# hub_div_seq

Figure 1. Met3 routing (hub_div_seq).
Scale bar: 50 um.
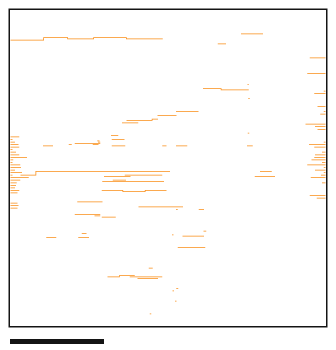
Figure 2. Clock routing (hub_div_seq).
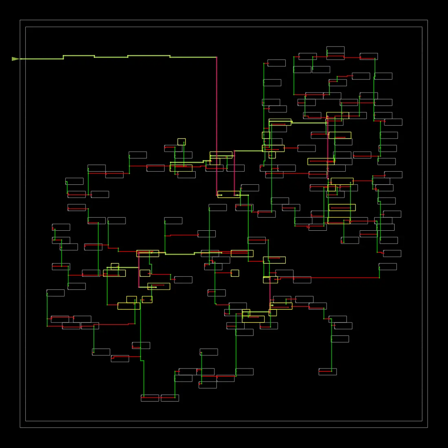
Figure 3. Signal wires on met2 (hub_div_seq).
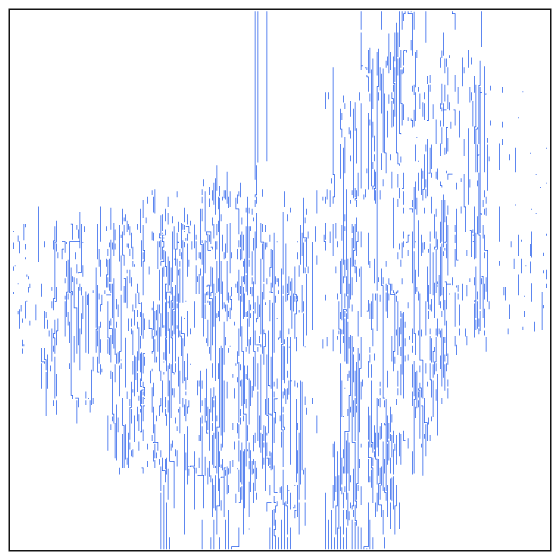
## config.mk

```make
export PLATFORM = sky130hd
export DESIGN_NAME = hub_div_seq
export DESIGN_NICKNAME = d
export VERILOG_FILES = /design/src/rtl/hub_div_seq.sv
export SDC_FILE = /design/constraint.sdc
export NUM_CORES = 1
export LEC_CHECK = 0
export CAP_MARGIN = 0
export CORE_MARGIN = 2
export CORE_UTILIZATION = 28
export CTS_CLUSTER_DIAMETER = 30
export DETAILED_ROUTE_END_ITERATION = 16
export SYNTH_ARGS = -nofsm -noshare
export SYNTH_HDL_FRONTEND = slang
export SYNTH_SLANG_ARGS = --single-unit
export TNS_END_PERCENT = 30
```

## constraint.sdc

```tcl
create_clock -name clk -period 3.1 [get_ports clk]
set_input_delay 0.62 -clock clk [delete_from_list [all_inputs] [get_ports clk]]
set_output_delay 0.62 -clock clk [all_outputs]
set_load 0.03 [all_outputs]
```

## src/rtl/hub_div_seq.sv

```systemverilog
// rtl/hub_div_seq.sv - Sequential restoring radix-2 HUB floating-point divider
//
// Computes Z = X / Y on {sign, E-bit exponent (bias 2^(E-1)), M-bit mantissa} operands.
// The significand is {1, mantissa, 1}: implicit leading one plus implicit ILSB.
// One quotient bit is produced per CALC cycle. HUB truncation gives round-to-nearest.
//
// Ports:
//   clk        single clock, all state on the rising edge
//   rst_n      synchronous active-low reset
//   in_valid   X/Y valid
//   in_ready   block can accept X/Y (IDLE only, low while in reset)
//   X, Y       dividend and divisor
//   out_valid  Z valid (DONE only)
//   out_ready  consumer takes Z
//   Z          registered quotient, held while out_valid & !out_ready
`timescale 1ns/1ps
module hub_div_seq #(
    parameter int M = 23,
    parameter int E = 8
) (
    input  logic         clk,
    input  logic         rst_n,
    input  logic         in_valid,
    output logic         in_ready,
    input  logic [E+M:0] X,
    input  logic [E+M:0] Y,
    output logic         out_valid,
    input  logic         out_ready,
    output logic [E+M:0] Z
);
    localparam int W  = E + M + 1;
    localparam int RW = M + 3;
    localparam int CW = $clog2(M + 3);
    localparam logic [E+1:0] BIAS  = (E+2)'(1 << (E - 1));
    localparam logic [E+1:0] E_OVF = (E+2)'((1 << E) - 1);

    typedef enum logic [1:0] {IDLE, CALC, NORM, DONE} state_t;

    state_t        state;
    state_t        state_nx;
    logic [RW-1:0] rem;
    logic [M+1:0]  dy;
    logic [RW-1:0] q;
    logic [CW-1:0] cnt;
    logic [E+1:0]  e_pre;
    logic          sgn;
    logic [W-1:0]  z_r;

    // Operand fields and classification
    logic [E-1:0] xe;
    logic [E-1:0] ye;
    logic [M-1:0] xm;
    logic [M-1:0] ym;
    logic         x_zero;
    logic         y_zero;
    logic         x_inf;
    logic         y_inf;
    logic         x_nan;
    logic         y_nan;
    logic         s_in;
    logic         special;
    logic         accept;
    logic [W-1:0] spec_z;

    assign xe     = X[W-2:M];
    assign ye     = Y[W-2:M];
    assign xm     = X[M-1:0];
    assign ym     = Y[M-1:0];
    assign x_zero = (xe == '0);
    assign y_zero = (ye == '0);
    assign x_inf  = (&xe) && (xm == '0);
    assign y_inf  = (&ye) && (ym == '0);
    assign x_nan  = (&xe) && (xm != '0);
    assign y_nan  = (&ye) && (ym != '0);
    assign s_in   = X[W-1] ^ Y[W-1];
    assign special = x_zero || y_zero || (&xe) || (&ye);

    assign in_ready  = rst_n && (state == IDLE);
    assign out_valid = (state == DONE);
    assign Z         = z_r;
    assign accept    = in_valid && in_ready;

    // Special results; NaN checks take priority, then infinities, then zeros
    always_comb begin
        spec_z = '0;
        if (x_nan || y_nan || (x_zero && y_zero) || (x_inf && y_inf)) begin
            spec_z = {1'b0, {E{1'b1}}, {M{1'b1}}};
        end else if (y_zero || x_inf) begin
            spec_z = {s_in, {E{1'b1}}, {M{1'b0}}};
        end else begin
            spec_z = {s_in, {(E+M){1'b0}}};
        end
    end

    // Restoring step: the remainder stays below dy after the subtract, so its
    // top bit is always zero and the left shift never loses information.
    logic          ge;
    logic [RW-1:0] diff;
    logic [RW-1:0] rem_sub;
    logic [RW-1:0] rem_nx;

    always_comb begin
        ge      = (rem >= {1'b0, dy});
        diff    = rem - {1'b0, dy};
        rem_sub = ge ? diff : rem;
        rem_nx  = {rem_sub[RW-2:0], 1'b0};
    end

    // Normalisation: quotient lies in [2^(M+1), 2^(M+3)), so at most one
    // position of shift is needed; the dropped tail is the HUB truncation.
    logic [M-1:0] mant;
    logic [E+1:0] e_fin;
    logic [W-1:0] norm_z;

    always_comb begin
        mant   = '0;
        e_fin  = e_pre;
        norm_z = '0;
        if (q[M+2]) begin
            mant  = q[M+1:2];
            e_fin = e_pre;
        end else begin
            mant  = q[M:1];
            e_fin = e_pre - 1'b1;
        end
        if (!e_fin[E+1] && (e_fin >= E_OVF)) begin
            norm_z = {sgn, {E{1'b1}}, {M{1'b0}}};
        end else if (e_fin[E+1] || (e_fin == '0)) begin
            norm_z = {sgn, {(E+M){1'b0}}};
        end else begin
            norm_z = {sgn, e_fin[E-1:0], mant};
        end
    end

    logic unused_bits;
    assign unused_bits = ^{q[0], rem_sub[RW-1]};

    always_comb begin
        state_nx = state;
        case (state)
            IDLE:    if (accept) state_nx = special ? DONE : CALC;
            CALC:    if (cnt == CW'(M + 2)) state_nx = NORM;
            NORM:    state_nx = DONE;
            DONE:    if (out_ready) state_nx = IDLE;
            default: state_nx = IDLE;
        endcase
    end

    always_ff @(posedge clk) begin
        if (!rst_n) begin
            state <= IDLE;
            rem   <= '0;
            dy    <= '0;
            q     <= '0;
            cnt   <= '0;
            e_pre <= '0;
            sgn   <= 1'b0;
            z_r   <= '0;
        end else begin
            state <= state_nx;
            case (state)
                IDLE: begin
                    if (accept) begin
                        sgn   <= s_in;
                        e_pre <= {2'b00, xe} - {2'b00, ye} + BIAS;
                        dy    <= {1'b1, ym, 1'b1};
                        rem   <= {2'b01, xm, 1'b1};
                        q     <= '0;
                        cnt   <= '0;
                        if (special) z_r <= spec_z;
                    end
                end
                CALC: begin
                    rem <= rem_nx;
                    q   <= {q[RW-2:0], ge};
                    cnt <= cnt + 1'b1;
                end
                NORM: z_r <= norm_z;
                default: ;
            endcase
        end
    end
endmodule
```

==> summary.rpt <==
FLOW METRICS REPORT
----------------------------------------------------
[Run status]
  Result of the run ........................ finished clean

[Layout]
  Top cells excl fill/tap ........................ sky130_fd_sc_hd__dfxtp_1, sky130_fd_sc_hd__nand2_1, sky130_fd_sc_hd__clkdlybuf4s50_1
  Dominant kind of cell by area ........................ multi-input combinational cells
  Dominant logic cell type in the layout ........................ sky130_fd_sc_hd__dfxtp_1
  Final core area utilization ........................ 36.59%
  Flip-flops ........................ 126
  Synth-to-Final Area Change ........................ 28.98%
  Final standard cell area without fillers ........................ 0.009806 sq mm
  Sequential portion of the cell area ........................ 25.72%
  Net count reported at finish ........................ 1141

[Setup path]
  R2R setup slack ........................ 0.16 ns
  CP Depth ........................ 11

[Logic synthesis]
  Average instance area after synthesis ........................ 8.263 sq um
  Count of yosys warnings during synthesis ........................ 0
  Main kind of combinational logic by area ........................ AND-OR/OR-AND gates

[Timing]
  Pin slew with the least headroom to its limit ........................ 0.9983 ns

[Pwr]
  Internal portion of total power ........................ 5.164 mW
  Static leakage ........................ 3.884 nW
  Areal power density over the cells ........................ 895.4 mW/mm^2

[Placement]
  Detailed Place HPWL ........................ 15.06 mm
  Placed insts ........................ 1348

[Floorplanning]
  Die X-Extent ........................ 168.8 um
  Total core area ........................ 0.02680 sq mm

[Global route]
  Wire length of the first global-routing pass ........................ 34.14 mm

[Clocking]
  Number of resized instances in the post-cts repair step ........................ 0
  CTS tree ........................ built

----------------------------------------------------
Notes on Figure 1 above:
The layer holds 3.9% of the routed length. 85 nets have wire on it. The layer carries 800 um of wire. The longest straight run is 71.5 um.
drt total wl: 20.61 mm
met3 global-route usage: 2.595%
via total after detailed routing: 7045

Notes on Figure 2 above:
number of clock buffers in the layout: 17
CTS sink count: 126
reported clock group power: 2.12 mW

Notes on Figure 3 above:
The wires run mostly vertical. The layer holds 47% of the routed length. The layer carries 9700 um of wire. The longest straight run is 63.8 um.
met2 Usage GRT: 24.96%


# aquila_wb_bridge

File: config.mk
export PLATFORM = sky130hd
export DESIGN_NAME = aquila_wb_bridge
export DESIGN_NICKNAME = d
export VERILOG_FILES = /design/src/rtl/aquila_wb_pkg.sv /design/src/rtl/aquila_wb_bridge.sv
export SDC_FILE = /design/constraint.sdc
export NUM_CORES = 1
export LEC_CHECK = 0
export ABC_AREA = 1
export CAP_MARGIN = 20
export CORE_MARGIN = 3
export CORE_UTILIZATION = 45
export DETAILED_ROUTE_END_ITERATION = 8
export GPL_ROUTABILITY_DRIVEN = 0
export PLACE_DENSITY = 0.79
export SLEW_MARGIN = 20
export SYNTH_ARGS = -nofsm -noshare
export SYNTH_HDL_FRONTEND = slang
export SYNTH_SLANG_ARGS = --single-unit
File: constraint.sdc
create_clock -name clk_i -period 3.9 [get_ports clk_i]
set_input_delay 0.39 -clock clk_i [delete_from_list [all_inputs] [get_ports clk_i]]
set_output_delay 0.39 -clock clk_i [all_outputs]
set_load 0.02 [all_outputs]
File: src/rtl/aquila_wb_pkg.sv
// Shared definitions for the Aquila device-port to Wishbone B4 classic bridge.
package aquila_wb_pkg;

    // Bridge sequencing: accept a request, run one Wishbone cycle, pulse the response.
    typedef enum logic [1:0] {
        StIdle = 2'd0,
        StBus  = 2'd1,
        StResp = 2'd2
    } state_e;

    // Default number of Wishbone cycles waited for ack/err before forced termination.
    localparam int unsigned DefaultTimeoutCycles = 1024;

    // Top nibble of the device segment (0xC000_0000 - 0xCFFF_FFFF).
    localparam logic [3:0] DevSegment = 4'hC;

endpackage

File: src/rtl/aquila_wb_bridge.sv
// Bridges the core M_DEVICE strobe/ready handshake onto a single-beat Wishbone B4
// classic master cycle, with err/timeout capture into a sticky error flag.
module aquila_wb_bridge
    import aquila_wb_pkg::*;
#(
    parameter int unsigned XLEN           = 32,
    parameter int unsigned TIMEOUT_CYCLES = DefaultTimeoutCycles
) (
    input  logic              clk_i,
    input  logic              rst_ni,

    // Core device port
    input  logic              dev_strobe_i,
    input  logic [XLEN-1:0]   dev_addr_i,
    input  logic              dev_rw_i,
    input  logic [XLEN/8-1:0] dev_byte_enable_i,
    input  logic [XLEN-1:0]   dev_data_i,
    output logic              dev_data_ready_o,
    output logic [XLEN-1:0]   dev_data_o,

    // Wishbone master
    output logic              wb_cyc_o,
    output logic              wb_stb_o,
    output logic              wb_we_o,
    output logic [XLEN-1:0]   wb_adr_o,
    output logic [XLEN/8-1:0] wb_sel_o,
    output logic [XLEN-1:0]   wb_dat_o,
    input  logic [XLEN-1:0]   wb_dat_i,
    input  logic              wb_ack_i,
    input  logic              wb_err_i,

    // Error reporting
    output logic              bus_err_o,
    output logic [XLEN-1:0]   err_addr_o
);

    localparam int unsigned     CntW    = $clog2(TIMEOUT_CYCLES) + 1;
    localparam logic [CntW-1:0] CntLast = CntW'(TIMEOUT_CYCLES - 1);

    state_e              state_q, state_d;
    logic [XLEN-1:0]     addr_q, addr_d;
    logic                rw_q, rw_d;
    logic [XLEN/8-1:0]   be_q, be_d;
    logic [XLEN-1:0]     wdata_q, wdata_d;
    logic [XLEN-1:0]     resp_q, resp_d;
    logic [CntW-1:0]     cnt_q, cnt_d;
    logic                bus_err_q, bus_err_d;
    logic [XLEN-1:0]     err_addr_q, err_addr_d;

    logic                in_bus;
    logic                in_resp;

    // Next-state: request latch, Wishbone termination (err > ack > timeout), response.
    always_comb begin
        state_d    = state_q;
        addr_d     = addr_q;
        rw_d       = rw_q;
        be_d       = be_q;
        wdata_d    = wdata_q;
        resp_d     = resp_q;
        cnt_d      = cnt_q;
        bus_err_d  = bus_err_q;
        err_addr_d = err_addr_q;

        unique case (state_q)
            StIdle: begin
                if (dev_strobe_i) begin
                    addr_d  = dev_addr_i;
                    rw_d    = dev_rw_i;
                    be_d    = dev_byte_enable_i;
                    wdata_d = dev_data_i;
                    cnt_d   = '0;
                    state_d = StBus;
                end
            end
            StBus: begin
                cnt_d = cnt_q + 1'b1;
                if (wb_err_i) begin
                    resp_d     = '0;
                    bus_err_d  = 1'b1;
                    err_addr_d = addr_q;
                    state_d    = StResp;
                end else if (wb_ack_i) begin
                    resp_d  = rw_q ? '0 : wb_dat_i;
                    state_d = StResp;
                end else if (cnt_q == CntLast) begin
                    // Slave never answered: terminate exactly like an err.
                    resp_d     = '0;
                    bus_err_d  = 1'b1;
                    err_addr_d = addr_q;
                    state_d    = StResp;
                end
            end
            StResp: begin
                state_d = StIdle;
            end
            default: begin
                state_d = StIdle;
            end
        endcase
    end

    // State and datapath registers; reset clears everything, even mid-cycle.
    always_ff @(posedge clk_i or negedge rst_ni) begin
        if (!rst_ni) begin
            state_q    <= StIdle;
            addr_q     <= '0;
            rw_q       <= 1'b0;
            be_q       <= '0;
            wdata_q    <= '0;
            resp_q     <= '0;
            cnt_q      <= '0;
            bus_err_q  <= 1'b0;
            err_addr_q <= '0;
        end else begin
            state_q    <= state_d;
            addr_q     <= addr_d;
            rw_q       <= rw_d;
            be_q       <= be_d;
            wdata_q    <= wdata_d;
            resp_q     <= resp_d;
            cnt_q      <= cnt_d;
            bus_err_q  <= bus_err_d;
            err_addr_q <= err_addr_d;
        end
    end

    assign in_bus  = (state_q == StBus);
    assign in_resp = (state_q == StResp);

    // Outputs decode straight from flops so reset drops them without a clock edge.
    assign wb_cyc_o         = in_bus;
    assign wb_stb_o         = in_bus;
    assign wb_adr_o         = addr_q;
    assign wb_we_o          = in_bus & rw_q;
    assign wb_sel_o         = in_bus ? be_q : '0;
    assign wb_dat_o         = in_bus ? wdata_q : '0;
    assign dev_data_ready_o = in_resp;
    assign dev_data_o       = in_resp ? resp_q : '0;
    assign bus_err_o        = bus_err_q;
    assign err_addr_o       = err_addr_q;

endmodule

Figure 4. Metal 1 (aquila_wb_bridge).
Scale bar: 50 um.
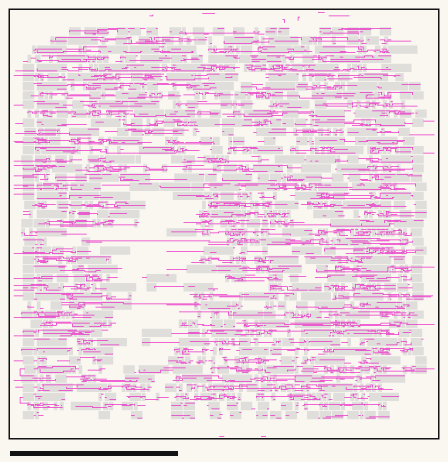
The wires run mostly horizontal. The layer holds 40% of the routed length. The longest straight run is 38.2 um. 1044 nets have wire on it.
via total after detailed routing: 5966
drt total wl: 17.31 mm
met1 track utilization from global routing: 26.02%

==> summary.rpt <==
FLOW METRICS REPORT
----------------------------------------------------
[Run status]
  Result of the run ........................ finished clean

[Timing]
  Worst slew margin relative to its limit ........................ 37.39%
  Final count of hold timing violations ........................ 0
  Portion of the clock cycle consumed by the worst path in the final layout ........................ 67.82%
  Number of pins exceeding their max-slew limit in the final report ........................ 0
  Final setup slack of the worst path ........................ 1.255 ns
  Smallest hold slack ........................ 0.01537 ns
  Final period demand of the worst path ........................ 2.645 ns

[Pwr]
  Sw Pwr ........................ 2.158 mW
  Sequential cell fraction of total power ........................ 37.0%
  Clock share of power ........................ 26.5%
  Heaviest power group ........................ registers
  Seq. pwr ........................ 2.29 mW
  Maximum ir drop on the vdd rail ........................ 0.3206 mV
  Areal power density over the cells ........................ 639.5 mW/mm^2
  Logic pwr share ........................ 36.5%
  Fraction of power spent switching nets ........................ 34.87%

[Clocking]
  Clock buffers created by TritonCTS ........................ 17
  CTS sink count ........................ 147
  Htree depth ........................ 4
  CTS root buf ........................ sky130_fd_sc_hd__clkbuf_16

[Detailed routing]
  Routed metal-1 wire length ........................ 6.994 mm
  WL/cell ........................ 13.72 um

[Floorplanning]
  Boundary Pins ........................ 243
  Die outline height ........................ 127.4 um
  Die X-Extent ........................ 127.4 um

[Setup path]
  R2R depth ........................ 8
  Launching element of the worst setup path ........................ state_q[1]
  Startpoint-to-endpoint class of the critical path ........................ reg -> out
  Critical Path End ........................ dev_data_o[1]
  Reg-to-reg startpoint ........................ cnt_q[0]
  Cell with the biggest individual delay on the critical path ........................ sky130_fd_sc_hd__inv_1
  Ordered list of cells on the worst path ........................ inv_2 -> nor2_1 -> inv_1 -> nor2_1 -> clkdlybuf4s50_1

[Logic synthesis]
  Average instance area after synthesis ........................ 7.831 sq um
  Top area cell types ........................ sky130_fd_sc_hd__dfrtp_1, sky130_fd_sc_hd__nand2_1, sky130_fd_sc_hd__inv_1
  Count of yosys warnings during synthesis ........................ 0
  Cell types with the highest counts after synthesis ........................ sky130_fd_sc_hd__nand2_1, sky130_fd_sc_hd__dfrtp_1, sky130_fd_sc_hd__inv_1
  Top cell type by instance count after synthesis ........................ sky130_fd_sc_hd__nand2_1
  Count of library flops with an enable pin ........................ 0
  Number of nets produced by synthesis ........................ 954
  Synth Area in Compound Gates ........................ 3.697%
  Main kind of combinational logic by area ........................ simple AND/OR/NAND/NOR gates

[Layout]
  Combined flip-flop and latch cell area ........................ 0.003679 sq mm
  Cell Count, Final, Fillers Out ........................ 1262
  Final core area utilization ........................ 68.39%
  Share of the final layout cell area in multi-input gates ........................ 23.20%
  Dominant kind of cell by area ........................ sequential cells
  Dominant logic cell type in the layout ........................ sky130_fd_sc_hd__nand2_1
  Net count reported at finish ........................ 1177
  Layout filler cell count ........................ 1197
  Clk tree area frac ........................ 6.129%
  Number of buffers other than clock buffers in the final layout ........................ 249
  Proportion of layout cells with a drive suffix above 1 ........................ 4.529%

[Placement]
  Placement Cell Area ........................ 0.009081 sq mm
  Detailed Place HPWL ........................ 11.62 mm

[Global route]
  Wire length of the first global-routing pass ........................ 28.12 mm
  Met3 global-route usage ........................ 6.187%
  Met2 Usage GRT ........................ 36.27%
  Tot GR Track Use ........................ 21.52%

----------------------------------------------------

Power is estimated from default activity; no workload was simulated.
